######## mem_arbiter_flat ########
mem_arbiter_flat, sequential cells colored by netlist name:
Bar = 50 um.
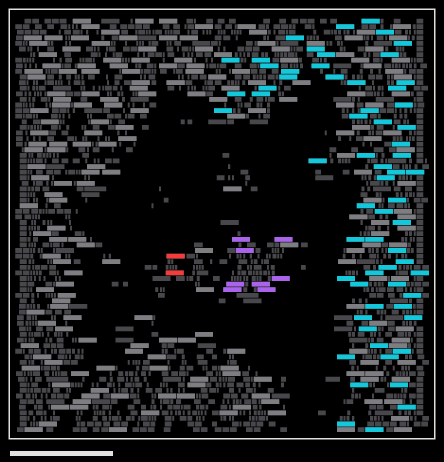

<file path="config.mk">
export PLATFORM = sky130hd
export DESIGN_NAME = mem_arbiter_flat
export DESIGN_NICKNAME = d
export VERILOG_FILES = /design/src/rtl/mem_arbiter_pkg.sv /design/src/rtl/mem_arbiter_if.sv /design/src/rtl/mem_arbiter_watchdog.sv /design/src/rtl/mem_arbiter.sv /design/src/flat_wrapper.sv
export SDC_FILE = /design/constraint.sdc
export NUM_CORES = 1
export LEC_CHECK = 0
export ABC_AREA = 1
export CORE_AREA = 2 2 204 206
export DETAILED_ROUTE_END_ITERATION = 6
export DIE_AREA = 0 0 206 208
export GPL_TIMING_DRIVEN = 1
export HOLD_SLACK_MARGIN = 0.03
export PLACE_DENSITY = 0.7
export SYNTH_ARGS = -nofsm -noshare
export SYNTH_HDL_FRONTEND = slang
export SYNTH_HIERARCHICAL = 1
export SYNTH_SLANG_ARGS = --single-unit
</file>
<file path="constraint.sdc">
create_clock -name clk -period 10.4 [get_ports clk]
set_input_delay 1.56 -clock clk [delete_from_list [all_inputs] [get_ports clk]]
set_output_delay 1.56 -clock clk [all_outputs]
set_load 0.01 [all_outputs]
</file>
<file path="src/rtl/mem_arbiter_pkg.sv">
// Shared encodings and grant selection for the memory arbiter.
package mem_arbiter_pkg;

   localparam int unsigned ST_W = 2;

   localparam logic [ST_W-1:0] ST_IDLE   = 2'd0;
   localparam logic [ST_W-1:0] ST_BUSY_I = 2'd1;
   localparam logic [ST_W-1:0] ST_BUSY_D = 2'd2;

   localparam logic GNT_I = 1'b0;
   localparam logic GNT_D = 1'b1;

   // Round-robin pick: with both eligible, favour the one not granted last.
   function automatic logic rr_pick(input logic i_el, input logic d_el, input logic last);
      if (i_el && d_el) begin
         return (last == GNT_I) ? GNT_D : GNT_I;
      end else if (d_el) begin
         return GNT_D;
      end else begin
         return GNT_I;
      end
   endfunction

endpackage

</file>
<file path="src/rtl/mem_arbiter_if.sv">
// Fetch, data and memory channels of the arbiter, plus err/stall.
interface mem_arbiter_if #(
   parameter int unsigned XLEN = 64
);
   logic            i_req;
   logic [XLEN-1:0] i_addr;
   logic [XLEN-1:0] i_rdata;
   logic            i_ready;
   logic            d_req;
   logic            d_we;
   logic [XLEN-1:0] d_addr;
   logic [XLEN-1:0] d_wdata;
   logic [XLEN-1:0] d_rdata;
   logic            d_ready;
   logic            m_req;
   logic            m_we;
   logic [XLEN-1:0] m_addr;
   logic [XLEN-1:0] m_wdata;
   logic [XLEN-1:0] m_rdata;
   logic            m_ack;
   logic            err;
   logic            stall;

   // Arbiter side: serves both requesters and drives the memory port.
   modport slave (
      input  i_req, i_addr, d_req, d_we, d_addr, d_wdata, m_rdata, m_ack,
      output i_rdata, i_ready, d_rdata, d_ready,
      output m_req, m_we, m_addr, m_wdata, err, stall
   );

   // Environment side: the core requesters and the memory.
   modport master (
      output i_req, i_addr, d_req, d_we, d_addr, d_wdata, m_rdata, m_ack,
      input  i_rdata, i_ready, d_rdata, d_ready,
      input  m_req, m_we, m_addr, m_wdata, err, stall
   );
endinterface

</file>
<file path="src/rtl/mem_arbiter_watchdog.sv">
// Busy-cycle counter; expired_c flags the last cycle before an abort.
module mem_arbiter_watchdog #(
   parameter int unsigned TIMEOUT = 255,
   parameter int unsigned CW      = 8
) (
   input  logic clk,
   input  logic rst,
   input  logic clr,
   input  logic en,
   output logic expired_c
);

   logic [CW-1:0] count;

   // Clear on grant, count while a transaction is waiting.
   always_ff @(posedge clk or posedge rst) begin
      if (rst) begin
         count <= '0;
      end else if (clr) begin
         count <= '0;
      end else if (en) begin
         count <= count + CW'(1);
      end
   end

   assign expired_c = (count == CW'(TIMEOUT - 1));

endmodule

</file>
<file path="src/rtl/mem_arbiter.sv">
// Shares one variable-latency memory port between fetch and data requesters.
module mem_arbiter
   import mem_arbiter_pkg::*;
#(
   parameter int unsigned XLEN    = 64,
   parameter int unsigned TIMEOUT = 255,
   parameter int unsigned CW      = 8
) (
   input logic           clk,
   input logic           rst,
   mem_arbiter_if.slave  bus
);

   logic [ST_W-1:0] state, state_nx;
   logic            last, last_nx;
   logic            gnt;
   logic            i_el, d_el;
   logic            wd_clr, wd_en, wd_expired_c;

   logic            m_req_nx, m_we_nx;
   logic [XLEN-1:0] m_addr_nx, m_wdata_nx;
   logic            i_ready_nx, d_ready_nx, err_nx;
   logic [XLEN-1:0] i_rdata_nx, d_rdata_nx;

   // A requester sitting in its ready cycle is not eligible for a new grant.
   assign i_el = bus.i_req & ~bus.i_ready;
   assign d_el = bus.d_req & ~bus.d_ready;

   // Core must wait while any request is outstanding and not yet completed.
   assign bus.stall = (bus.i_req & ~bus.i_ready) | (bus.d_req & ~bus.d_ready);

   mem_arbiter_watchdog #(
      .TIMEOUT (TIMEOUT),
      .CW      (CW)
   ) u_watchdog (
      .clk       (clk),
      .rst       (rst),
      .clr       (wd_clr),
      .en        (wd_en),
      .expired_c (wd_expired_c)
   );

   // Next-state and next-output decode.
   always_comb begin
      state_nx   = state;
      last_nx    = last;
      gnt        = GNT_I;
      wd_clr     = 1'b0;
      wd_en      = 1'b0;
      m_req_nx   = bus.m_req;
      m_we_nx    = bus.m_we;
      m_addr_nx  = bus.m_addr;
      m_wdata_nx = bus.m_wdata;
      i_ready_nx = 1'b0;
      d_ready_nx = 1'b0;
      err_nx     = 1'b0;
      i_rdata_nx = bus.i_rdata;
      d_rdata_nx = bus.d_rdata;

      case (state)
         ST_IDLE: begin
            wd_clr = 1'b1;
            if (i_el || d_el) begin
               gnt      = rr_pick(i_el, d_el, last);
               last_nx  = gnt;
               m_req_nx = 1'b1;
               if (gnt == GNT_D) begin
                  m_we_nx    = bus.d_we;
                  m_addr_nx  = bus.d_addr;
                  m_wdata_nx = bus.d_wdata;
                  state_nx   = ST_BUSY_D;
               end else begin
                  m_we_nx    = 1'b0;
                  m_addr_nx  = bus.i_addr;
                  m_wdata_nx = '0;
                  state_nx   = ST_BUSY_I;
               end
            end
         end
         ST_BUSY_I, ST_BUSY_D: begin
            wd_en = 1'b1;
            if (bus.m_ack || wd_expired_c) begin
               m_req_nx = 1'b0;
               err_nx   = ~bus.m_ack;
               state_nx = ST_IDLE;
               if (state == ST_BUSY_I) begin
                  i_ready_nx = 1'b1;
                  i_rdata_nx = bus.m_ack ? bus.m_rdata : '0;
               end else begin
                  d_ready_nx = 1'b1;
                  d_rdata_nx = (bus.m_ack && !bus.m_we) ? bus.m_rdata : '0;
               end
            end
         end
         default: begin
            state_nx = ST_IDLE;
         end
      endcase
   end

   // State and registered outputs.
   always_ff @(posedge clk or posedge rst) begin
      if (rst) begin
         state       <= ST_IDLE;
         last        <= GNT_I;
         bus.m_req   <= 1'b0;
         bus.m_we    <= 1'b0;
         bus.m_addr  <= '0;
         bus.m_wdata <= '0;
         bus.i_ready <= 1'b0;
         bus.d_ready <= 1'b0;
         bus.i_rdata <= '0;
         bus.d_rdata <= '0;
         bus.err     <= 1'b0;
      end else begin
         state       <= state_nx;
         last        <= last_nx;
         bus.m_req   <= m_req_nx;
         bus.m_we    <= m_we_nx;
         bus.m_addr  <= m_addr_nx;
         bus.m_wdata <= m_wdata_nx;
         bus.i_ready <= i_ready_nx;
         bus.d_ready <= d_ready_nx;
         bus.i_rdata <= i_rdata_nx;
         bus.d_rdata <= d_rdata_nx;
         bus.err     <= err_nx;
      end
   end

endmodule

</file>
<file path="src/flat_wrapper.sv">
// flat-port wrapper written by rule: the top's interface ports become plain ports
module mem_arbiter_flat import mem_arbiter_pkg::*;
#(
   parameter int unsigned XLEN    = 64,
   parameter int unsigned TIMEOUT = 255,
   parameter int unsigned CW      = 8
)
  (clk, rst, bus_i_req, bus_i_addr, bus_d_req, bus_d_we, bus_d_addr, bus_d_wdata, bus_m_rdata, bus_m_ack, bus_i_rdata, bus_i_ready, bus_d_rdata, bus_d_ready, bus_m_req, bus_m_we, bus_m_addr, bus_m_wdata, bus_err, bus_stall);
  mem_arbiter_if #(.XLEN(XLEN)) bus_i ();
  input logic clk;
  input logic rst;
  input wire logic [$bits(bus_i.i_req)-1:0] bus_i_req;
  input wire logic [$bits(bus_i.i_addr)-1:0] bus_i_addr;
  input wire logic [$bits(bus_i.d_req)-1:0] bus_d_req;
  input wire logic [$bits(bus_i.d_we)-1:0] bus_d_we;
  input wire logic [$bits(bus_i.d_addr)-1:0] bus_d_addr;
  input wire logic [$bits(bus_i.d_wdata)-1:0] bus_d_wdata;
  input wire logic [$bits(bus_i.m_rdata)-1:0] bus_m_rdata;
  input wire logic [$bits(bus_i.m_ack)-1:0] bus_m_ack;
  output wire logic [$bits(bus_i.i_rdata)-1:0] bus_i_rdata;
  output wire logic [$bits(bus_i.i_ready)-1:0] bus_i_ready;
  output wire logic [$bits(bus_i.d_rdata)-1:0] bus_d_rdata;
  output wire logic [$bits(bus_i.d_ready)-1:0] bus_d_ready;
  output wire logic [$bits(bus_i.m_req)-1:0] bus_m_req;
  output wire logic [$bits(bus_i.m_we)-1:0] bus_m_we;
  output wire logic [$bits(bus_i.m_addr)-1:0] bus_m_addr;
  output wire logic [$bits(bus_i.m_wdata)-1:0] bus_m_wdata;
  output wire logic [$bits(bus_i.err)-1:0] bus_err;
  output wire logic [$bits(bus_i.stall)-1:0] bus_stall;
  assign bus_i.i_req = bus_i_req;
  assign bus_i.i_addr = bus_i_addr;
  assign bus_i.d_req = bus_d_req;
  assign bus_i.d_we = bus_d_we;
  assign bus_i.d_addr = bus_d_addr;
  assign bus_i.d_wdata = bus_d_wdata;
  assign bus_i.m_rdata = bus_m_rdata;
  assign bus_i.m_ack = bus_m_ack;
  assign bus_i_rdata = bus_i.i_rdata;
  assign bus_i_ready = bus_i.i_ready;
  assign bus_d_rdata = bus_i.d_rdata;
  assign bus_d_ready = bus_i.d_ready;
  assign bus_m_req = bus_i.m_req;
  assign bus_m_we = bus_i.m_we;
  assign bus_m_addr = bus_i.m_addr;
  assign bus_m_wdata = bus_i.m_wdata;
  assign bus_err = bus_i.err;
  assign bus_stall = bus_i.stall;
  mem_arbiter #(.XLEN(XLEN), .TIMEOUT(TIMEOUT), .CW(CW)) u_core (.clk(clk), .rst(rst), .bus(bus_i));
endmodule
</file>
######## shift_unit ########
## src/rtl/shift_unit.sv

```systemverilog
// shift_unit: 32-bit SLL / SRL / SRA / pass-through shifter with a
// start/busy/done handshake. By default the shift is serial (one bit per
// cycle). Defining the macro SHIFT_FAST_EN replaces it with a single-cycle
// barrel shift computed at acceptance; results are identical either way.
module shift_unit (
  input  logic        clk,
  input  logic        rst,
  input  logic        start,
  input  logic [1:0]  op,
  input  logic [31:0] data_in,
  input  logic [31:0] shamt,
  output logic [31:0] result,
  output logic        busy,
  output logic        done
);

  typedef enum logic [1:0] {
    ST_IDLE  = 2'd0,
    ST_SHIFT = 2'd1,
    ST_DONE  = 2'd2
  } state_t;

  localparam logic [1:0] OP_SLL  = 2'b00;
  localparam logic [1:0] OP_SRL  = 2'b01;
  localparam logic [1:0] OP_SRA  = 2'b10;
  localparam logic [1:0] OP_PASS = 2'b11;

  state_t      r_state;
  state_t      w_next;
  logic [31:0] r_result;
  logic        w_accept;
  logic [4:0]  w_n;
  logic        w_pass;
  logic        w_unused_shamt;

  // Only the low five bits of the amount are meaningful.
  assign w_n            = shamt[4:0];
  assign w_pass         = (op == OP_PASS);
  assign w_unused_shamt = ^shamt[31:5];

  // A new request is taken whenever no shift is in flight.
  assign w_accept = start && (r_state != ST_SHIFT);

`ifdef SHIFT_FAST_EN
  logic [31:0] w_fast;

  // Full-width shift of the incoming operand by the requested amount.
  always_comb begin
    w_fast = data_in;
    unique case (op)
      OP_SLL:  w_fast = data_in << w_n;
      OP_SRL:  w_fast = data_in >> w_n;
      OP_SRA:  w_fast = $unsigned($signed(data_in) >>> w_n);
      default: w_fast = data_in;
    endcase
  end

  // Result register: loaded once with the finished value on acceptance.
  always_ff @(posedge clk) begin
    if (rst) begin
      r_result <= '0;
    end else if (w_accept) begin
      r_result <= w_fast;
    end
  end
`else
  logic [1:0]  r_op;
  logic [4:0]  r_cnt;
  logic [31:0] w_step;

  // One-bit shift of the working value according to the latched op.
  always_comb begin
    w_step = r_result;
    unique case (r_op)
      OP_SLL:  w_step = {r_result[30:0], 1'b0};
      OP_SRL:  w_step = {1'b0, r_result[31:1]};
      OP_SRA:  w_step = {r_result[31], r_result[31:1]};
      default: w_step = r_result;
    endcase
  end

  // Datapath: load operand/op/count on acceptance, then shift and count down.
  always_ff @(posedge clk) begin
    if (rst) begin
      r_result <= '0;
      r_op     <= OP_SLL;
      r_cnt    <= '0;
    end else if (w_accept) begin
      r_result <= data_in;
      r_op     <= op;
      r_cnt    <= w_n;
    end else if (r_state == ST_SHIFT) begin
      r_result <= w_step;
      r_cnt    <= r_cnt - 5'd1;
    end
  end
`endif

  // State register.
  always_ff @(posedge clk) begin
    if (rst) begin
      r_state <= ST_IDLE;
    end else begin
      r_state <= w_next;
    end
  end

  // Next-state logic.
  always_comb begin
    w_next = r_state;
    unique case (r_state)
      ST_IDLE, ST_DONE: begin
        if (w_accept) begin
`ifdef SHIFT_FAST_EN
          w_next = ST_DONE;
`else
          w_next = ((w_n == 5'd0) || w_pass) ? ST_DONE : ST_SHIFT;
`endif
        end else begin
          w_next = ST_IDLE;
        end
      end
      ST_SHIFT: begin
`ifdef SHIFT_FAST_EN
        w_next = ST_DONE;
`else
        w_next = (r_cnt == 5'd1) ? ST_DONE : ST_SHIFT;
`endif
      end
      default: w_next = ST_IDLE;
    endcase
  end

  // Output decode from the current state.
  always_comb begin
    busy   = (r_state == ST_SHIFT);
    done   = (r_state == ST_DONE);
    result = r_result;
  end

endmodule
```

## config.mk

```make
export PLATFORM = sky130hd
export DESIGN_NAME = shift_unit
export DESIGN_NICKNAME = d
export VERILOG_FILES = /design/src/rtl/shift_unit.sv
export SDC_FILE = /design/constraint.sdc
export NUM_CORES = 1
export LEC_CHECK = 0
export ABC_AREA = 1
export CORE_ASPECT_RATIO = 0.5
export CORE_MARGIN = 4
export CORE_UTILIZATION = 25
export DETAILED_ROUTE_END_ITERATION = 12
export PLACE_DENSITY = 0.48
export RECOVER_POWER = 25
export SYNTH_ARGS = -nofsm -noshare
export SYNTH_HDL_FRONTEND = slang
export SYNTH_SLANG_ARGS = --single-unit
```

## constraint.sdc

```tcl
create_clock -name clk -period 4.8 [get_ports clk]
set_input_delay 0.96 -clock clk [delete_from_list [all_inputs] [get_ports clk]]
set_output_delay 0.96 -clock clk [all_outputs]
set_load 0.01 [all_outputs]
```

######## div_clk_monitor ########
File: src/rtl/div_monitor_pkg.sv
// Shared state encoding and ratio-derived constants for the divided-clock monitor.
package div_monitor_pkg;

    typedef enum logic [1:0] {
        SEEK,
        MEAS,
        LOCK
    } state_t;

    // Acceptable high-time window: floor and ceiling of half the ratio.
    function automatic int duty_lo(input int fdiv);
        return fdiv / 2;
    endfunction

    function automatic int duty_hi(input int fdiv);
        return (fdiv + 1) / 2;
    endfunction

    function automatic int tmo(input int fdiv);
        return 2 * fdiv;
    endfunction

endpackage

File: src/rtl/div_clk_monitor_edge_sample.sv
// Two-stage sampler of the divided clock in the source domain, with rising-edge detect.
module edge_sample (
    input  logic clk_in,
    input  logic rst,
    input  logic div_clk,
    output logic s0,
    output logic rise
);

    logic s1;

    // div_clk is generated from clk_in, so no synchroniser stage is needed.
    always_ff @(posedge clk_in or posedge rst) begin
        if (rst) begin
            s0 <= 1'b0;
            s1 <= 1'b0;
        end else begin
            s0 <= div_clk;
            s1 <= s0;
        end
    end

    assign rise = s0 & ~s1;

endmodule

File: src/rtl/div_clk_monitor.sv
// Measures period and high time of the divided clock, flags ratio/duty errors,
// tracks lock and reports loss of clock.
module div_clk_monitor
    import div_monitor_pkg::*;
#(
    parameter int FDIV   = 7,
    parameter int CW     = 8,
    parameter int LOCK_N = 4
) (
    input  logic          clk_in,
    input  logic          rst,
    input  logic          div_clk,
    output logic [CW-1:0] period,
    output logic [CW-1:0] high_cnt,
    output logic          meas_valid,
    output logic          freq_err,
    output logic          duty_err,
    output logic          locked,
    output logic          timeout
);

    localparam int GW = $clog2(LOCK_N + 1);
    localparam logic [CW-1:0] FDIV_C  = CW'(FDIV);
    localparam logic [CW-1:0] DUTY_LO = CW'(duty_lo(FDIV));
    localparam logic [CW-1:0] DUTY_HI = CW'(duty_hi(FDIV));
    localparam logic [CW-1:0] TMO_C   = CW'(tmo(FDIV));
    localparam logic [CW-1:0] CNT_MAX = '1;
    localparam logic [GW-1:0] LOCK_TGT = GW'(LOCK_N);

    logic          s0;
    logic          rise;
    logic [CW-1:0] cyc_cnt;
    logic [CW-1:0] high_acc;
    logic [GW-1:0] good_cnt;
    logic          f_bad;
    logic          d_bad;
    state_t        state;

    edge_sample u_edge_sample (
        .clk_in  (clk_in),
        .rst     (rst),
        .div_clk (div_clk),
        .s0      (s0),
        .rise    (rise)
    );

    always_comb begin
        f_bad = 1'b0;
        d_bad = 1'b0;
        f_bad = (cyc_cnt != FDIV_C);
        d_bad = !((high_acc == DUTY_LO) || (high_acc == DUTY_HI));
    end

    always_ff @(posedge clk_in or posedge rst) begin
        if (rst) begin
            state      <= SEEK;
            cyc_cnt    <= '0;
            high_acc   <= '0;
            good_cnt   <= '0;
            period     <= '0;
            high_cnt   <= '0;
            meas_valid <= 1'b0;
            freq_err   <= 1'b0;
            duty_err   <= 1'b0;
            locked     <= 1'b0;
            timeout    <= 1'b0;
        end else begin
            meas_valid <= 1'b0;

            if (rise) begin
                cyc_cnt  <= CW'(1);
                high_acc <= CW'(1);
            end else begin
                cyc_cnt  <= (cyc_cnt == CNT_MAX) ? cyc_cnt : cyc_cnt + CW'(1);
                high_acc <= (high_acc == CNT_MAX) ? high_acc : high_acc + CW'(s0);
            end

            // A rise always takes priority over the timeout threshold.
            if (rise) begin
                timeout <= 1'b0;
                if (state == SEEK) begin
                    state <= MEAS;
                end else begin
                    period     <= cyc_cnt;
                    high_cnt   <= high_acc;
                    freq_err   <= f_bad;
                    duty_err   <= d_bad;
                    meas_valid <= 1'b1;
                    if (f_bad || d_bad) begin
                        state    <= MEAS;
                        locked   <= 1'b0;
                        good_cnt <= '0;
                    end else if (state == MEAS) begin
                        good_cnt <= good_cnt + GW'(1);
                        if (good_cnt + GW'(1) == LOCK_TGT) begin
                            state  <= LOCK;
                            locked <= 1'b1;
                        end
                    end
                end
            end else if (cyc_cnt >= TMO_C) begin
                state    <= SEEK;
                timeout  <= 1'b1;
                locked   <= 1'b0;
                good_cnt <= '0;
            end
        end
    end

endmodule

File: config.mk
export PLATFORM = sky130hd
export DESIGN_NAME = div_clk_monitor
export DESIGN_NICKNAME = d
export VERILOG_FILES = /design/src/rtl/div_monitor_pkg.sv /design/src/rtl/div_clk_monitor_edge_sample.sv /design/src/rtl/div_clk_monitor.sv
export SDC_FILE = /design/constraint.sdc
export NUM_CORES = 1
export LEC_CHECK = 0
export CAP_MARGIN = 5
export CORE_ASPECT_RATIO = 1.2
export CORE_MARGIN = 5
export CORE_UTILIZATION = 35
export DETAILED_ROUTE_END_ITERATION = 7
export SYNTH_ARGS = -nofsm -noshare
export SYNTH_HDL_FRONTEND = slang
export SYNTH_SLANG_ARGS = --single-unit
export TNS_END_PERCENT = 30
File: constraint.sdc
create_clock -name clk_in -period 4.2 [get_ports clk_in]
set_input_delay 0.84 -clock clk_in [delete_from_list [all_inputs] [get_ports clk_in]]
set_output_delay 0.84 -clock clk_in [all_outputs]
set_load 0.1 [all_outputs]
######## mul_div_sequencer_flat ########
===== config.mk =====
export PLATFORM = sky130hd
export DESIGN_NAME = mul_div_sequencer_flat
export DESIGN_NICKNAME = d
export VERILOG_FILES = /design/src/rtl/mdu_pkg.sv /design/src/rtl/mul_div_sequencer_if.sv /design/src/rtl/mdu_iter_step.sv /design/src/rtl/mul_div_sequencer.sv /design/src/flat_wrapper.sv
export SDC_FILE = /design/constraint.sdc
export NUM_CORES = 1
export LEC_CHECK = 0
export ABC_AREA = 1
export CAP_MARGIN = 20
export CORE_ASPECT_RATIO = 1.5
export CORE_MARGIN = 5
export CORE_UTILIZATION = 25
export CTS_CLUSTER_DIAMETER = 200
export DETAILED_ROUTE_END_ITERATION = 10
export GPL_TIMING_DRIVEN = 0
export HOLD_SLACK_MARGIN = 0.06
export PLACE_DENSITY_LB_ADDON = 0.3
export SLEW_MARGIN = 15
export SYNTH_ARGS = -nofsm -noshare
export SYNTH_HDL_FRONTEND = slang
export SYNTH_SLANG_ARGS = --single-unit

===== constraint.sdc =====
create_clock -name clk -period 12 [get_ports clk]
set_input_delay 3.6 -clock clk [delete_from_list [all_inputs] [get_ports clk]]
set_output_delay 3.6 -clock clk [all_outputs]
set_load 0.1 [all_outputs]

===== src/rtl/mdu_pkg.sv =====
// Shared types and constants for the RV32M multiply/divide sequencer.
// Holds the funct3 op encoding, the sequencer state encoding and the RV32M special-result constants.
package mdu_pkg;

    localparam int MDU_XLEN = 32;

    typedef enum logic [2:0] {
        OP_MUL    = 3'b000,
        OP_MULH   = 3'b001,
        OP_MULHSU = 3'b010,
        OP_MULHU  = 3'b011,
        OP_DIV    = 3'b100,
        OP_DIVU   = 3'b101,
        OP_REM    = 3'b110,
        OP_REMU   = 3'b111
    } mdu_op_t;

    typedef enum logic [1:0] {
        IDLE = 2'd0,
        BUSY = 2'd1,
        DONE = 2'd2
    } mdu_state_t;

    localparam logic [MDU_XLEN-1:0] MDU_DIV_Z_Q = '1;
    localparam logic [MDU_XLEN-1:0] MDU_INT_MIN = {1'b1, {(MDU_XLEN-1){1'b0}}};

    function automatic logic mdu_is_div(input mdu_op_t op);
        return op[2];
    endfunction

endpackage


===== src/rtl/mul_div_sequencer_if.sv =====
// Execute-stage handshake between the pipeline and the multiply/divide sequencer.
// The pipeline is the master; the sequencer is the slave.
interface mul_div_sequencer_if #(
    parameter int WIDTH = 32
);
    logic             isMulE;
    logic             abort;
    logic [2:0]       funct3E;
    logic [WIDTH-1:0] opAE;
    logic [WIDTH-1:0] opBE;
    logic             busy;
    logic             isDone;
    logic [WIDTH-1:0] mulResE;

    modport master (
        output isMulE, abort, funct3E, opAE, opBE,
        input  busy, isDone, mulResE
    );

    modport slave (
        input  isMulE, abort, funct3E, opAE, opBE,
        output busy, isDone, mulResE
    );
endinterface


===== src/rtl/mdu_iter_step.sv =====
// One radix-2 iteration of the multiply (shift-add) or restoring divide, purely combinational.
// Multiply: {hi,lo} is the product register, lo starts as the multiplier. Divide: hi is the remainder, lo the quotient.
module mdu_iter_step #(
    parameter int WIDTH = 32
) (
    input  logic             i_is_div,
    input  logic [WIDTH-1:0] i_hi,
    input  logic [WIDTH-1:0] i_lo,
    input  logic [WIDTH-1:0] i_m,
    output logic [WIDTH-1:0] o_hi,
    output logic [WIDTH-1:0] o_lo
);
    logic [WIDTH:0] w_sum;
    logic [WIDTH:0] w_shift;
    logic [WIDTH:0] w_trial;

    always_comb begin
        w_sum   = {1'b0, i_hi} + (i_lo[0] ? {1'b0, i_m} : '0);
        w_shift = {i_hi, i_lo[WIDTH-1]};
        w_trial = w_shift - {1'b0, i_m};
        o_hi    = '0;
        o_lo    = '0;
        if (i_is_div) begin
            // Remainder stays below the divisor, so a non-negative trial always fits in WIDTH bits.
            if (!w_trial[WIDTH]) begin
                o_hi = w_trial[WIDTH-1:0];
                o_lo = {i_lo[WIDTH-2:0], 1'b1};
            end else begin
                o_hi = w_shift[WIDTH-1:0];
                o_lo = {i_lo[WIDTH-2:0], 1'b0};
            end
        end else begin
            {o_hi, o_lo} = {w_sum, i_lo[WIDTH-1:1]};
        end
    end
endmodule


===== src/rtl/mul_div_sequencer.sv =====
// Iterative RV32M multiply/divide unit for the Execute stage: WIDTH radix-2 steps, then a one-cycle isDone pulse.
// Optional macro MDU_EARLY_OUT_EN: zero-operand multiplies, divide-by-zero and signed overflow go straight to DONE.
//
// state | meaning
// IDLE  | waiting for isMulE; operands latched on the start edge
// BUSY  | one iteration per clock, counter counts WIDTH down to 1
// DONE  | result valid, isDone high for one cycle, then IDLE
module mul_div_sequencer
    import mdu_pkg::*;
#(
    parameter int WIDTH = 32
) (
    input  logic               clk,
    input  logic               rst,
    mul_div_sequencer_if.slave mdu
);
    localparam int               CW      = $clog2(WIDTH) + 1;
    localparam logic [WIDTH-1:0] DIV_Z_Q = '1;

    mdu_state_t         r_state, w_state_nxt;
    mdu_op_t            r_op, w_op;
    logic [CW-1:0]      r_cnt;
    logic               r_neg_res, r_neg_rem, r_b_zero;
    logic [WIDTH-1:0]   r_hi, r_lo, r_m, r_res;

    logic               w_start, w_finish, w_early_hit, w_is_div;
    logic               w_a_signed, w_b_signed;
    logic [WIDTH-1:0]   w_a_mag, w_b_mag, w_early_res;
    logic [WIDTH-1:0]   w_step_hi, w_step_lo, w_quo, w_rem, w_final;
    logic [2*WIDTH-1:0] w_prod;

    always_comb begin
        w_op       = mdu_op_t'(mdu.funct3E);
        w_is_div   = mdu_is_div(w_op);
        w_a_signed = (w_op inside {OP_MULH, OP_MULHSU, OP_DIV, OP_REM}) && mdu.opAE[WIDTH-1];
        w_b_signed = (w_op inside {OP_MULH, OP_DIV, OP_REM}) && mdu.opBE[WIDTH-1];
        w_a_mag    = w_a_signed ? -mdu.opAE : mdu.opAE;
        w_b_mag    = w_b_signed ? -mdu.opBE : mdu.opBE;
    end

`ifdef MDU_EARLY_OUT_EN
    localparam logic [WIDTH-1:0] INT_MIN = {1'b1, {(WIDTH-1){1'b0}}};

    always_comb begin
        w_early_hit = 1'b0;
        w_early_res = '0;
        if (w_is_div) begin
            if (mdu.opBE == '0) begin
                w_early_hit = 1'b1;
                w_early_res = (w_op inside {OP_DIV, OP_DIVU}) ? DIV_Z_Q : mdu.opAE;
            end else if ((w_op inside {OP_DIV, OP_REM}) && (mdu.opAE == INT_MIN) && (mdu.opBE == '1)) begin
                w_early_hit = 1'b1;
                w_early_res = (w_op == OP_DIV) ? INT_MIN : '0;
            end
        end else if ((mdu.opAE == '0) || (mdu.opBE == '0)) begin
            w_early_hit = 1'b1;
        end
    end
`else
    assign w_early_hit = 1'b0;
    assign w_early_res = '0;
`endif

    always_comb begin
        w_state_nxt = r_state;
        w_start     = 1'b0;
        w_finish    = 1'b0;
        case (r_state)
            IDLE: begin
                if (mdu.isMulE && !mdu.abort) begin
                    w_start     = 1'b1;
                    w_state_nxt = w_early_hit ? DONE : BUSY;
                end
            end
            BUSY: begin
                if (mdu.abort) begin
                    w_state_nxt = IDLE;
                end else if (r_cnt == CW'(1)) begin
                    w_state_nxt = DONE;
                    w_finish    = 1'b1;
                end
            end
            DONE:    w_state_nxt = IDLE;
            default: w_state_nxt = IDLE;
        endcase
    end

    always_ff @(posedge clk or posedge rst) begin
        if (rst) r_state <= IDLE;
        else     r_state <= w_state_nxt;
    end

    mdu_iter_step #(.WIDTH(WIDTH)) u_step (
        .i_is_div (mdu_is_div(r_op)),
        .i_hi     (r_hi),
        .i_lo     (r_lo),
        .i_m      (r_m),
        .o_hi     (w_step_hi),
        .o_lo     (w_step_lo)
    );

    // Sign fix-up on the last iteration's output so the result lands on the BUSY->DONE edge.
    always_comb begin
        w_prod = r_neg_res ? -{w_step_hi, w_step_lo} : {w_step_hi, w_step_lo};
        w_quo  = r_b_zero ? DIV_Z_Q : (r_neg_res ? -w_step_lo : w_step_lo);
        w_rem  = r_neg_rem ? -w_step_hi : w_step_hi;
        case (r_op)
            OP_MUL:                       w_final = w_prod[WIDTH-1:0];
            OP_MULH, OP_MULHSU, OP_MULHU: w_final = w_prod[2*WIDTH-1:WIDTH];
            OP_DIV, OP_DIVU:              w_final = w_quo;
            default:                      w_final = w_rem;
        endcase
    end

    always_ff @(posedge clk or posedge rst) begin
        if (rst) begin
            r_op      <= OP_MUL;
            r_cnt     <= '0;
            r_neg_res <= 1'b0;
            r_neg_rem <= 1'b0;
            r_b_zero  <= 1'b0;
            r_hi      <= '0;
            r_lo      <= '0;
            r_m       <= '0;
            r_res     <= '0;
        end else if (w_start) begin
            r_op      <= w_op;
            r_cnt     <= w_early_hit ? '0 : CW'(WIDTH);
            r_neg_res <= w_a_signed ^ w_b_signed;
            r_neg_rem <= w_a_signed;
            r_b_zero  <= (mdu.opBE == '0);
            r_hi      <= '0;
            r_lo      <= w_is_div ? w_a_mag : w_b_mag;
            r_m       <= w_is_div ? w_b_mag : w_a_mag;
            if (w_early_hit) r_res <= w_early_res;
        end else if (r_state == BUSY) begin
            if (mdu.abort) begin
                r_cnt <= '0;
            end else begin
                r_hi  <= w_step_hi;
                r_lo  <= w_step_lo;
                r_cnt <= r_cnt - CW'(1);
                if (w_finish) r_res <= w_final;
            end
        end
    end

    assign mdu.busy    = (r_state != IDLE);
    assign mdu.isDone  = (r_state == DONE) && !mdu.abort;
    assign mdu.mulResE = r_res;

endmodule


===== src/flat_wrapper.sv =====
// flat-port wrapper written by rule: the top's interface ports become plain ports
module mul_div_sequencer_flat import mdu_pkg::*;
#(
    parameter int WIDTH = 32
)
  (clk, rst, mdu_isMulE, mdu_abort, mdu_funct3E, mdu_opAE, mdu_opBE, mdu_busy, mdu_isDone, mdu_mulResE);
  mul_div_sequencer_if #(.WIDTH(WIDTH)) mdu_i ();
  input  logic clk;
  input  logic rst;
  input wire logic [$bits(mdu_i.isMulE)-1:0] mdu_isMulE;
  input wire logic [$bits(mdu_i.abort)-1:0] mdu_abort;
  input wire logic [$bits(mdu_i.funct3E)-1:0] mdu_funct3E;
  input wire logic [$bits(mdu_i.opAE)-1:0] mdu_opAE;
  input wire logic [$bits(mdu_i.opBE)-1:0] mdu_opBE;
  output wire logic [$bits(mdu_i.busy)-1:0] mdu_busy;
  output wire logic [$bits(mdu_i.isDone)-1:0] mdu_isDone;
  output wire logic [$bits(mdu_i.mulResE)-1:0] mdu_mulResE;
  assign mdu_i.isMulE = mdu_isMulE;
  assign mdu_i.abort = mdu_abort;
  assign mdu_i.funct3E = mdu_funct3E;
  assign mdu_i.opAE = mdu_opAE;
  assign mdu_i.opBE = mdu_opBE;
  assign mdu_busy = mdu_i.busy;
  assign mdu_isDone = mdu_i.isDone;
  assign mdu_mulResE = mdu_i.mulResE;
  mul_div_sequencer #(.WIDTH(WIDTH)) u_core (.clk(clk), .rst(rst), .mdu(mdu_i));
endmodule

div_clk_monitor, local utilization:
The die is cut into 8 by 9 equal tiles; black is low, pale yellow is high, 0 to 100% covered.
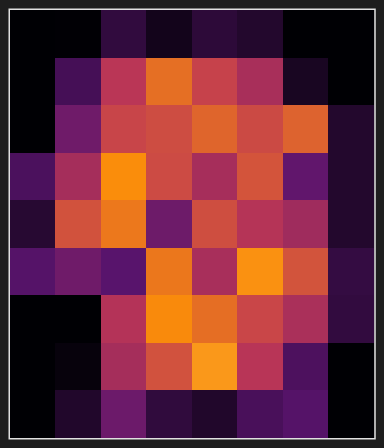
The fullest tile reaches 78%. The densest ninth of the die: center. The emptiest ninth of the die: south-west. 19% of the tiles are nearly empty. 4.2% of the tiles are over 75% full. The mean over all tiles is 32%.

div_clk_monitor, wiring by layer:
Bar = 20 um. Only two layers are drawn.
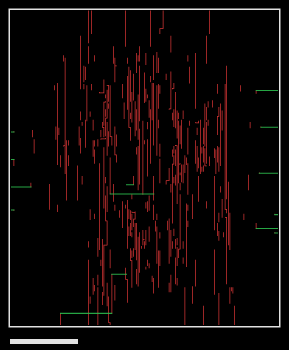
Green marks met3, wire length 67.0 um. Red marks met2, wire length 1830 um.

==> out/metrics.csv, div_clk_monitor <==
metric;value;unit
crit_required;3360;ps
hold_class;flop to flop;
status;finished, final reports clean;
synth_top_area_share;0.541;
grt_max_degree;45;
drive_gt1_frac;0.142;
antenna_found_initial;0;
syn_nets;188;
vias;1420;
routabilityCongestion;0.778;
dpl_cell_area;2350;um2
layout_setup_ws;1580;ps
openroad.warnings;28;
cts_tree;yes;
wl_per_cell;13.5;um
place_ws;1890;ps
[div_clk_monitor: area by class of cell]
type                            count  area share
Multi-Input combinational cell    122       0.361
Inverter                            6     0.00919
Tap cell                           80      0.0409
Timing Repair Buffer               25       0.100
Clock buffer                        7      0.0393
Sequential cell                    44       0.449
[div_clk_monitor: worst max-delay path by stage]
stage,to,cells past startpoint,slack [ps],start
floorplan,cyc_cnt[0],1,2330,rst
global placement,locked,1,1890,locked
detailed placement,period[7],1,1890,period[7]
CTS,high_cnt[2],1,1560,high_cnt[2]
global route,period[7],1,1520,period[7]
finish,locked,1,1580,locked
[div_clk_monitor: worst register-to-register path, delay by kind of cell, from the launching register on]
kind | cells | cell delay, ps
buf+inv | 1 | 350
mux | 1 | 370
flops | 1 | 370
simple gates | 2 | 950
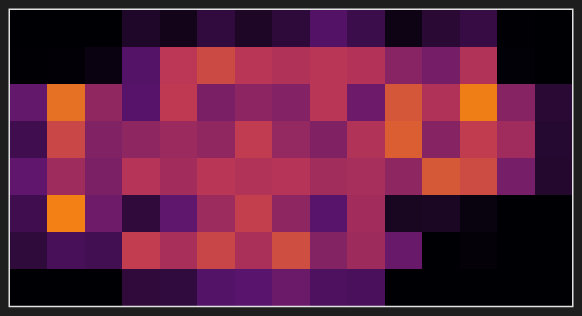
shift_unit: local utilization
The die is cut into 15 by 8 equal tiles; black is low, pale yellow is high, 0 to 100% covered.
The densest ninth of the die: center. The mean over all tiles is 28%. 19% of the tiles are nearly empty.

shift_unit, wiring by layer:
Bar = 50 um. Only two layers are drawn.
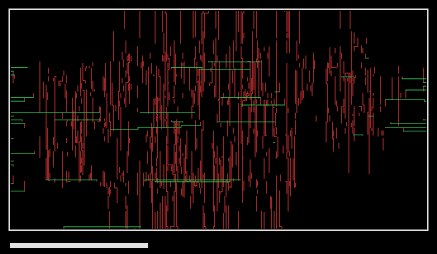
Green marks met3, wire length 441 um. Red marks met2, wire length 3580 um.

==> out/metrics.csv, shift_unit <==
metric;value;unit
status;finished, final reports clean;
inv_count;46;
fin_skew;4.13;ps
syn_inst;416;
synthAoiAreaFrac;0.191;
async_reset_ff_frac;0;
hold_end;r_cnt[4];
dpl_cell_area;3370;um2
r2r-end;result[14];
synthAdderAreaFrac;0.0243;
layout_setup_ws;2210;ps
fp.dieW;151;um
rsz0062_at_grt;no;
setup_violations;0;
drive_gt1_frac;0.0400;
simple_gate_share;0.339;
cp_max_fo;82;
crit_required;4970;ps
top_cells_by_area;dfxtp_1, nand2_1, nand3_1;
ys_sh_xor;0;
shift_unit: cell usage in the layout (no fill, tap or decap), types with 2 or more instances in the layout:
cell | netlist | final
o21ai_0 | 56 | 56
inv_1 | 41 | 41
dfxtp_1 | 41 | 41
ha_1 | 5 | 5
nand3_1 | 57 | 57
nand2_1 | 99 | 99
o211ai_1 | 3 | 3
nand2_2 | 2 | 2
dlygate4sd3_1 | 0 | 18
inv_2 | 4 | 4
clkbuf_16 | 0 | 5
clkdlybuf4s50_1 | 0 | 57
nor2_1 | 36 | 36
a21oi_1 | 36 | 36
nand3b_1 | 4 | 4
buf_4 | 2 | 4
shift_unit: routing by layer:
layer  wire [um]  track usage
met5           0            0
met4         102       0.0371
met3         441       0.0323
met2        3580        0.205
met1        3930        0.191
shift_unit: registers in the layout (all words and copies together) (netlist names):
signal,count
r_state,2
r_cnt,5
result,32
r_op,2
shift_unit: worst max-delay path, delay by kind of cell:
family / cells / cell delay, ps
buffers and inverters: 2 / 810
AND/OR/NAND/NOR: 5 / 1000
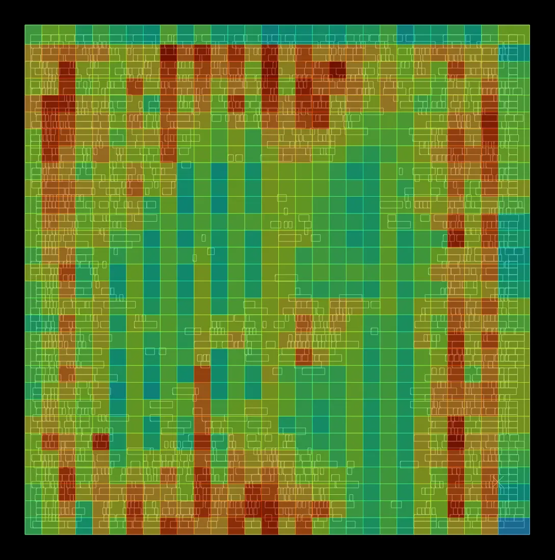
mem_arbiter_flat: congestion heat map
GR Util All Layers: 0.193
post-route core utilization: 0.460
GRT met3 Usage: 0.0752

mem_arbiter_flat, cell classes on the final placement:
Bar = 50 um. Fill, decap, tap and diode cells in gray.
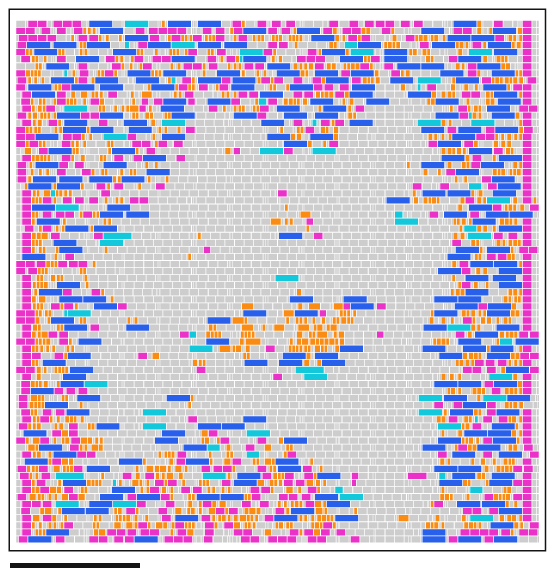
Magenta marks other buffers and delay cells, cells 534, share of their area 30%. Cyan marks clock drivers and dummy loads, cells 63, share of their area 6.7%. Blue marks flip-flops, cells 272, share of their area 38%. Orange marks all other logic, cells 1061, share of their area 26%.

About 'sequential cells colored by netlist name' of mem_arbiter_flat:
Purple marks `u_core/u_watchdog/count`, placed flops 8. Red marks `u_core/state`, placed flops 2. Cyan marks `u_core/bus.i_rdata`, placed flops 64.
Another 198 sequential cells are not colored.

==> out/metrics.csv, mem_arbiter_flat <==
metric;value;unit
status;finished, violations left;
violations;design-rule violations;
antenna_found_initial;4;
hold_end;u_core/bus.m_addr[31];
worst_path_largest_cell_delay;610;ps
r2r-end;u_core/bus.d_rdata[31];
synth.avg_cell_area;8.35;um2
flop_cell;dfrtp_1;
worst_slew_pin_slew;1160;ps
timing.hold.ws;473;ps
met2_usage;0.329;
ys_cells;1423;
syn_area;11900;um2
cts.sink_count;272;
yosysWarnings;6;
remaining_drc_errors;1;
crit_arrival;3100;ps
initial_utilization;0.293;
wl;42500;um
==> mem_arbiter_flat: final cells by class <==
type                            count  area, um2
Clock buffer                       51       1050
Inverter                          132        503
Timing Repair Buffer              534       5330
Clock inverter                     12        151
Fill cell                        3859      21900
Sequential cell                   272       6810
Tap cell                          532        666
Multi-Input combinational cell    929       4160
Antenna cell                        2       5.00
==> mem_arbiter_flat: through the flow <==
| stage | instances | setup slack, ps |
|---|---|---|
| final | 2464 | 5740 |
| after global routing | 2464 | 5680 |
| after CTS | 2462 | 5670 |
| after detailed placement | 2399 | 5670 |
| after global placement | 2399 | 5640 |
| after floorplan | 1423 | 1570 |
==> mem_arbiter_flat: flip-flops by register name (all words and copies together), names as in the netlist <==
register and cells:
u_core/bus.i_ready 1, u_core/bus.m_req 1, u_core/bus.m_addr 64, u_core/bus.d_ready 1, u_core/bus.i_rdata 64, u_core/bus.err 1, u_core/state 2, u_core/u_watchdog/count 8
u_core/last 1, u_core/bus.m_we 1, u_core/bus.m_wdata 64, u_core/bus.d_rdata 64
mul_div_sequencer_flat, local utilization:
The die is cut into 22 by 33 equal tiles; black is low, pale yellow is high, 0 to 100% covered.
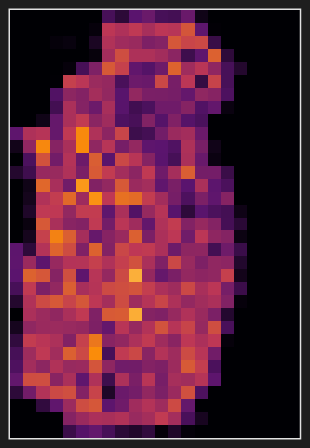
34% of the tiles are nearly empty. The fullest tile reaches 83%. The densest ninth of the die: center. The mean over all tiles is 26%. 0.60% of the tiles are over 75% full.

==> out/metrics.csv, mul_div_sequencer_flat <==
metric;value;unit
status;finished, final reports clean;
grt_use_total;0.251;
grt_pass1_wl;136000;um
logic_gate_count;2309;
crit_end;mdu_isDone;
n_all_buffers;200;
num_tap_cells;892;
fin_skew;21.7;ps
crit_path_start;mdu_abort;
dominant_cells;logic gates;
drive_gt1_frac;0.0419;
drt-initial-drc-count;1994;
syn_area;17000;um2
area_growth;16.6;%
layout.nonclk_buf_frac;0.0759;
fp.dieW;223;um
io_buffers;104;
grt_pass1_vias;20404;
ff2ff_path_depth;35;
mul_div_sequencer_flat: cell families (layout without fill, tap and decap cells):
family,count (synthesis),count (layout)
compound gates,468,468
xor+xnor,105,105
buf+inv,490,629
fa+ha+maj,72,72
simple gates,1664,1664
flops,142,142
mul_div_sequencer_flat: cells in the final DEF (no fill, tap or decap), drive strengths merged, types with 11 or more instances in the layout:
cell type / count
o221ai: 15
nand4: 22
nand3: 245
nor3: 38
nor2: 364
o21ai: 192
o211ai: 18
a22oi: 19
nand2: 952
buf: 35
clkinv: 11
clkdlybuf4s50: 104
o22ai: 28
xor2: 68
nand3b: 17
clkbuf: 78
a21oi: 140
xnor2: 37
inv: 401
ha: 70
dfrtp: 142
mul_div_sequencer_flat: layer usage:
metal	vias up	track usage	routed length (um)
li1	9768	-	-
met1	9785	0.269	34500
met2	947	0.441	45900
met3	365	0.0300	4610
met4	0	0.210	9930
met5	-	0	0

######## config_write_fifo_wide ########
config_write_fifo_wide, cell classes on the final placement:
Bar = 100 um. Fill, decap, tap and diode cells in gray.
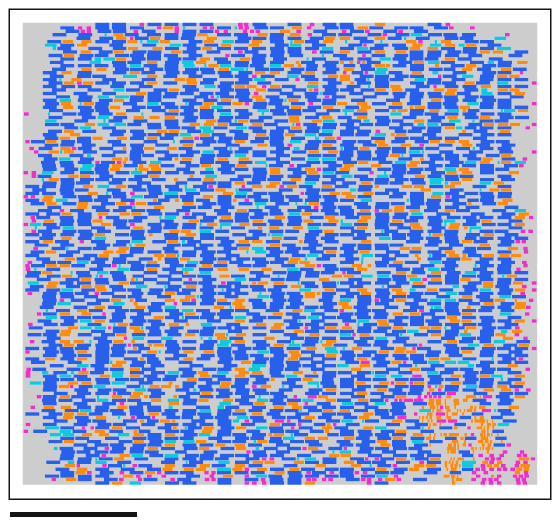
config_write_fifo_wide, congestion heat map:
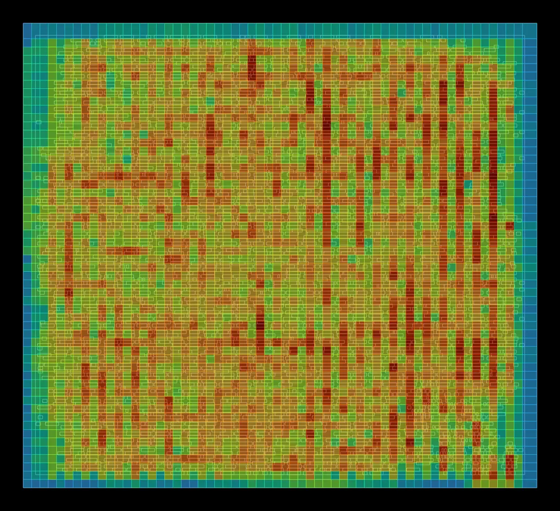
config_write_fifo_wide, local utilization:
The die is cut into 21 by 19 equal tiles; black is low, pale yellow is high, 0 to 100% covered.
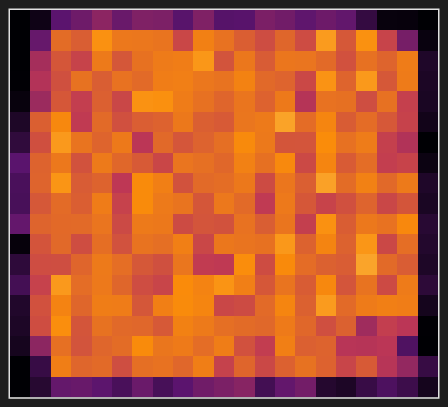
===== src/rtl/config_write_fifo_wide.sv =====
// Config-bus sink: gathers CONF_W-wide config beats into DATA_W-wide elements
// and queues them for a ready/valid consumer, with soft clear and sticky overflow.

module config_write_fifo_wide_lane #(
    parameter int CONF_W = 64,
    parameter int LANE   = 0,
    parameter int BCW    = 2
) (
    input  logic              clk,
    input  logic              rst,
    input  logic              wr,
    input  logic              clr,
    input  logic [BCW-1:0]    beat_cnt,
    input  logic [CONF_W-1:0] conf_data,
    output logic [CONF_W-1:0] q
);
    always_ff @(posedge clk or posedge rst) begin
        if (rst)
            q <= '0;
        else if (clr)
            q <= '0;
        else if (wr && beat_cnt == BCW'(LANE))
            q <= conf_data;
    end
endmodule

module config_write_fifo_wide #(
    parameter logic [31:0] ADDR   = 32'd0,
    parameter int          CONF_W = 64,
    parameter int          DATA_W = 128,
    parameter int          DEPTH  = 16
) (
    input  logic                         clk,
    input  logic                         rst,
    input  logic                         conf_valid,
    input  logic [31:0]                  conf_addr,
    input  logic [CONF_W-1:0]            conf_data,
    output logic [DATA_W-1:0]            out_data,
    output logic                         out_valid,
    input  logic                         out_ready,
    output logic [$clog2(DEPTH+1)-1:0]   fill_level,
    output logic                         overflow,
    output logic [$clog2(((DATA_W+CONF_W-1)/CONF_W)+1)-1:0] beat_cnt
);
    localparam int BEATS = (DATA_W + CONF_W - 1) / CONF_W;
    localparam int BCW   = $clog2(BEATS + 1);
    localparam int FLW   = $clog2(DEPTH + 1);
    localparam int PW    = (DEPTH > 1) ? $clog2(DEPTH) : 1;

    logic                           data_wr, ctrl_wr, clr, last_beat;
    logic                           pop, push_ok, push_drop;
    logic [BEATS-1:0][CONF_W-1:0]   lanes;
    logic [BEATS*CONF_W-1:0]        asm_flat;
    logic [DATA_W-1:0]              elem;
    logic [PW-1:0]                  rd_ptr, wr_ptr;
    logic [DATA_W-1:0]              mem [DEPTH];

    assign data_wr   = conf_valid && (conf_addr == ADDR);
    assign ctrl_wr   = conf_valid && (conf_addr == ADDR + 32'd1);
    assign clr       = ctrl_wr && conf_data[0];
    assign last_beat = data_wr && (beat_cnt == BCW'(BEATS - 1));

    // Lanes below the top one are held; the final beat goes straight into the element.
    for (genvar k = 0; k < BEATS - 1; k++) begin : g_lane
        config_write_fifo_wide_lane #(
            .CONF_W (CONF_W),
            .LANE   (k),
            .BCW    (BCW)
        ) u_lane (
            .clk       (clk),
            .rst       (rst),
            .wr        (data_wr),
            .clr       (clr),
            .beat_cnt  (beat_cnt),
            .conf_data (conf_data),
            .q         (lanes[k])
        );
    end
    assign lanes[BEATS-1] = conf_data;
    assign asm_flat       = lanes;
    assign elem           = asm_flat[DATA_W-1:0];

    assign out_valid = (fill_level != '0);
    assign out_data  = mem[rd_ptr];
    assign pop       = out_valid && out_ready;
    assign push_ok   = last_beat && ((fill_level < FLW'(DEPTH)) || pop);
    assign push_drop = last_beat && !push_ok;

    function automatic logic [PW-1:0] ptr_next(input logic [PW-1:0] p);
        return (p == PW'(DEPTH - 1)) ? '0 : p + 1'b1;
    endfunction

    always_ff @(posedge clk) begin
        if (push_ok)
            mem[wr_ptr] <= elem;
    end

    always_ff @(posedge clk or posedge rst) begin
        if (rst) begin
            rd_ptr     <= '0;
            wr_ptr     <= '0;
            fill_level <= '0;
            beat_cnt   <= '0;
            overflow   <= 1'b0;
        end else begin
            if (clr) begin
                // A pop handshaken this cycle is simply absorbed by the clear.
                rd_ptr     <= '0;
                wr_ptr     <= '0;
                fill_level <= '0;
                beat_cnt   <= '0;
            end else begin
                if (pop)
                    rd_ptr <= ptr_next(rd_ptr);
                if (push_ok)
                    wr_ptr <= ptr_next(wr_ptr);
                case ({push_ok, pop})
                    2'b10:   fill_level <= fill_level + 1'b1;
                    2'b01:   fill_level <= fill_level - 1'b1;
                    default: fill_level <= fill_level;
                endcase
                if (data_wr)
                    beat_cnt <= last_beat ? '0 : beat_cnt + 1'b1;
            end
            if (push_drop)
                overflow <= 1'b1;
            else if (ctrl_wr && conf_data[1])
                overflow <= 1'b0;
        end
    end
endmodule


===== config.mk =====
export PLATFORM = sky130hd
export DESIGN_NAME = config_write_fifo_wide
export DESIGN_NICKNAME = d
export VERILOG_FILES = /design/src/rtl/config_write_fifo_wide.sv
export SDC_FILE = /design/constraint.sdc
export NUM_CORES = 2
export LEC_CHECK = 0
export ABC_CLOCK_PERIOD_IN_PS = 40700
export CAP_MARGIN = 15
export CELL_PAD_IN_SITES_DETAIL_PLACEMENT = 1
export CELL_PAD_IN_SITES_GLOBAL_PLACEMENT = 2
export CORE_ASPECT_RATIO = 0.9
export CORE_MARGIN = 10
export CORE_UTILIZATION = 54
export DETAILED_ROUTE_END_ITERATION = 12
export PLACE_DENSITY_LB_ADDON = 0.1
export SLEW_MARGIN = 10
export SYNTH_ARGS = -nofsm -noshare
export SYNTH_HDL_FRONTEND = slang
export SYNTH_SLANG_ARGS = --single-unit

===== constraint.sdc =====
create_clock -name clk -period 40.7 [get_ports clk]
set_clock_uncertainty 0.1 [all_clocks]
set_input_delay 6.105 -clock clk [delete_from_list [all_inputs] [get_ports clk]]
set_output_delay 6.105 -clock clk [all_outputs]
set_load 0.02 [all_outputs]

==> out/metrics.csv <==
metric;value;unit
yosysSeqAreaShare;0.793;
top_cells_by_area;edfxtp_1, mux4_2, dfrtp_1;
placementRows;134;
status;finished, final reports clean;
hold_class;flop to flop;
top_usage_layer;met2;
dieArea;164000;um2
hold_violations;0;
final-clk-cell-share;0.0726;
setup_violations;0;
end_kind;output pin;
fmax;81.6;MHz
layout_setup_ws;28450;ps
cts.sink_count;2128;
syn_nets;3236;
wl_met3;15900;um
synth.avg_cell_area;25.6;um2
num_tap_cells;1972;
About 'cell classes on the final placement' of config_write_fifo_wide:
Cyan marks clock drivers and dummy loads, cells 385, share of their area 7.5%. Orange marks all other logic, cells 835, share of their area 18%. Blue marks flip-flops, cells 2128, share of their area 71%. Magenta marks other buffers and delay cells, cells 307, share of their area 3.4%.

About 'congestion heat map' of config_write_fifo_wide:
met2 usage: 0.378
post-route core utilization: 0.620
GR Util met1: 0.358
wire per inst: 35.1 um
GRT met3 Usage: 0.0441

About 'local utilization' of config_write_fifo_wide:
The mean over all tiles is 54%. 3.0% of the tiles are nearly empty. The fullest tile reaches 80%. 5.5% of the tiles are over 75% full.

cells by family after synthesis:
group	after synthesis	synth area share
AND-OR/OR-AND	84	0.00848
XOR/XNOR	4	0.000437
adder cells (fa/ha/maj)	9	0.00150
buffers and inverters	177	0.00954
flip-flops	2128	0.793
multiplexers	647	0.181
AND/OR/NAND/NOR	78	0.00623
worst max-delay path, delay by kind of cell, from the launching register on:
kind,cells,cell delay (ps)
flip-flops,1,950
buffers and inverters,4,3010
multiplexers,2,1120
registers in the layout, summed over array words and instances (netlist names):
register         count
mem               2048
g_lane.u_lane.q     64
fill_level           5
rd_ptr               4
wr_ptr               4
beat_cnt             2
overflow             1
worst paths after layout:
check | from | to | slack (ps)
setup reg to reg | beat_cnt[1] | mem[4][101] | 36520
min in group asynchronous | rst | g_lane[0].u_lane.q[6] | 5700
setup / recovery | rd_ptr[0] | out_data[103] | 28450
hold reg to reg | beat_cnt[1] | beat_cnt[1] | 440
max in group asynchronous | rst | g_lane[0].u_lane.q[52] | 33450
hold / removal | beat_cnt[1] | beat_cnt[1] | 440


==> layout pictures side by side <==
Sequential cells colored by netlist name.
panel A
Bar = 50 um.
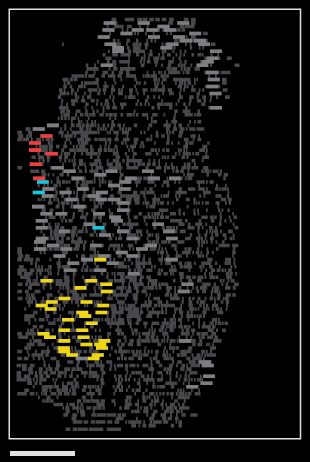
panel B
Bar = 50 um.
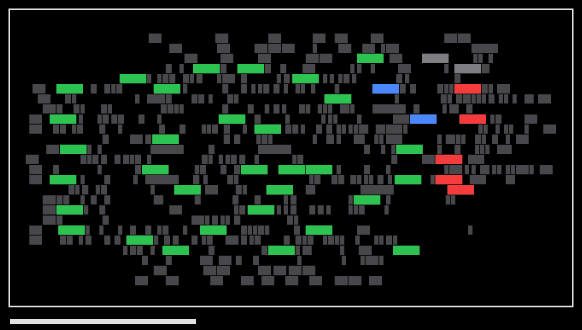
panel C
Bar = 20 um.
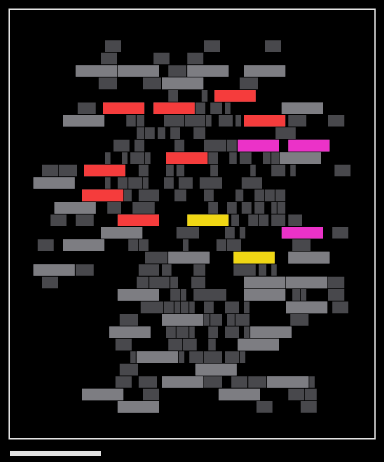
panel D
Bar = 100 um.
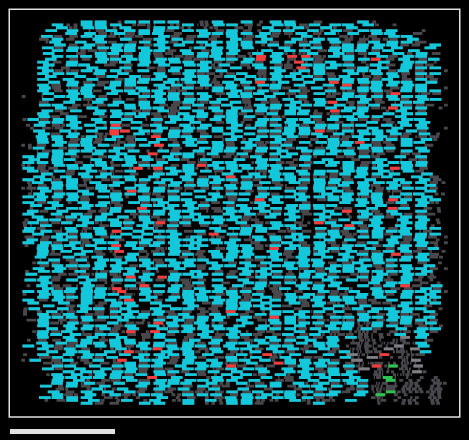
The one with the fewest cells is panel C.
The one with the smallest die is panel C.
| from | picture |
|---|---|
| config_write_fifo_wide | panel D |
| shift_unit | panel B |
| mul_div_sequencer_flat | panel A |
| div_clk_monitor | panel C |

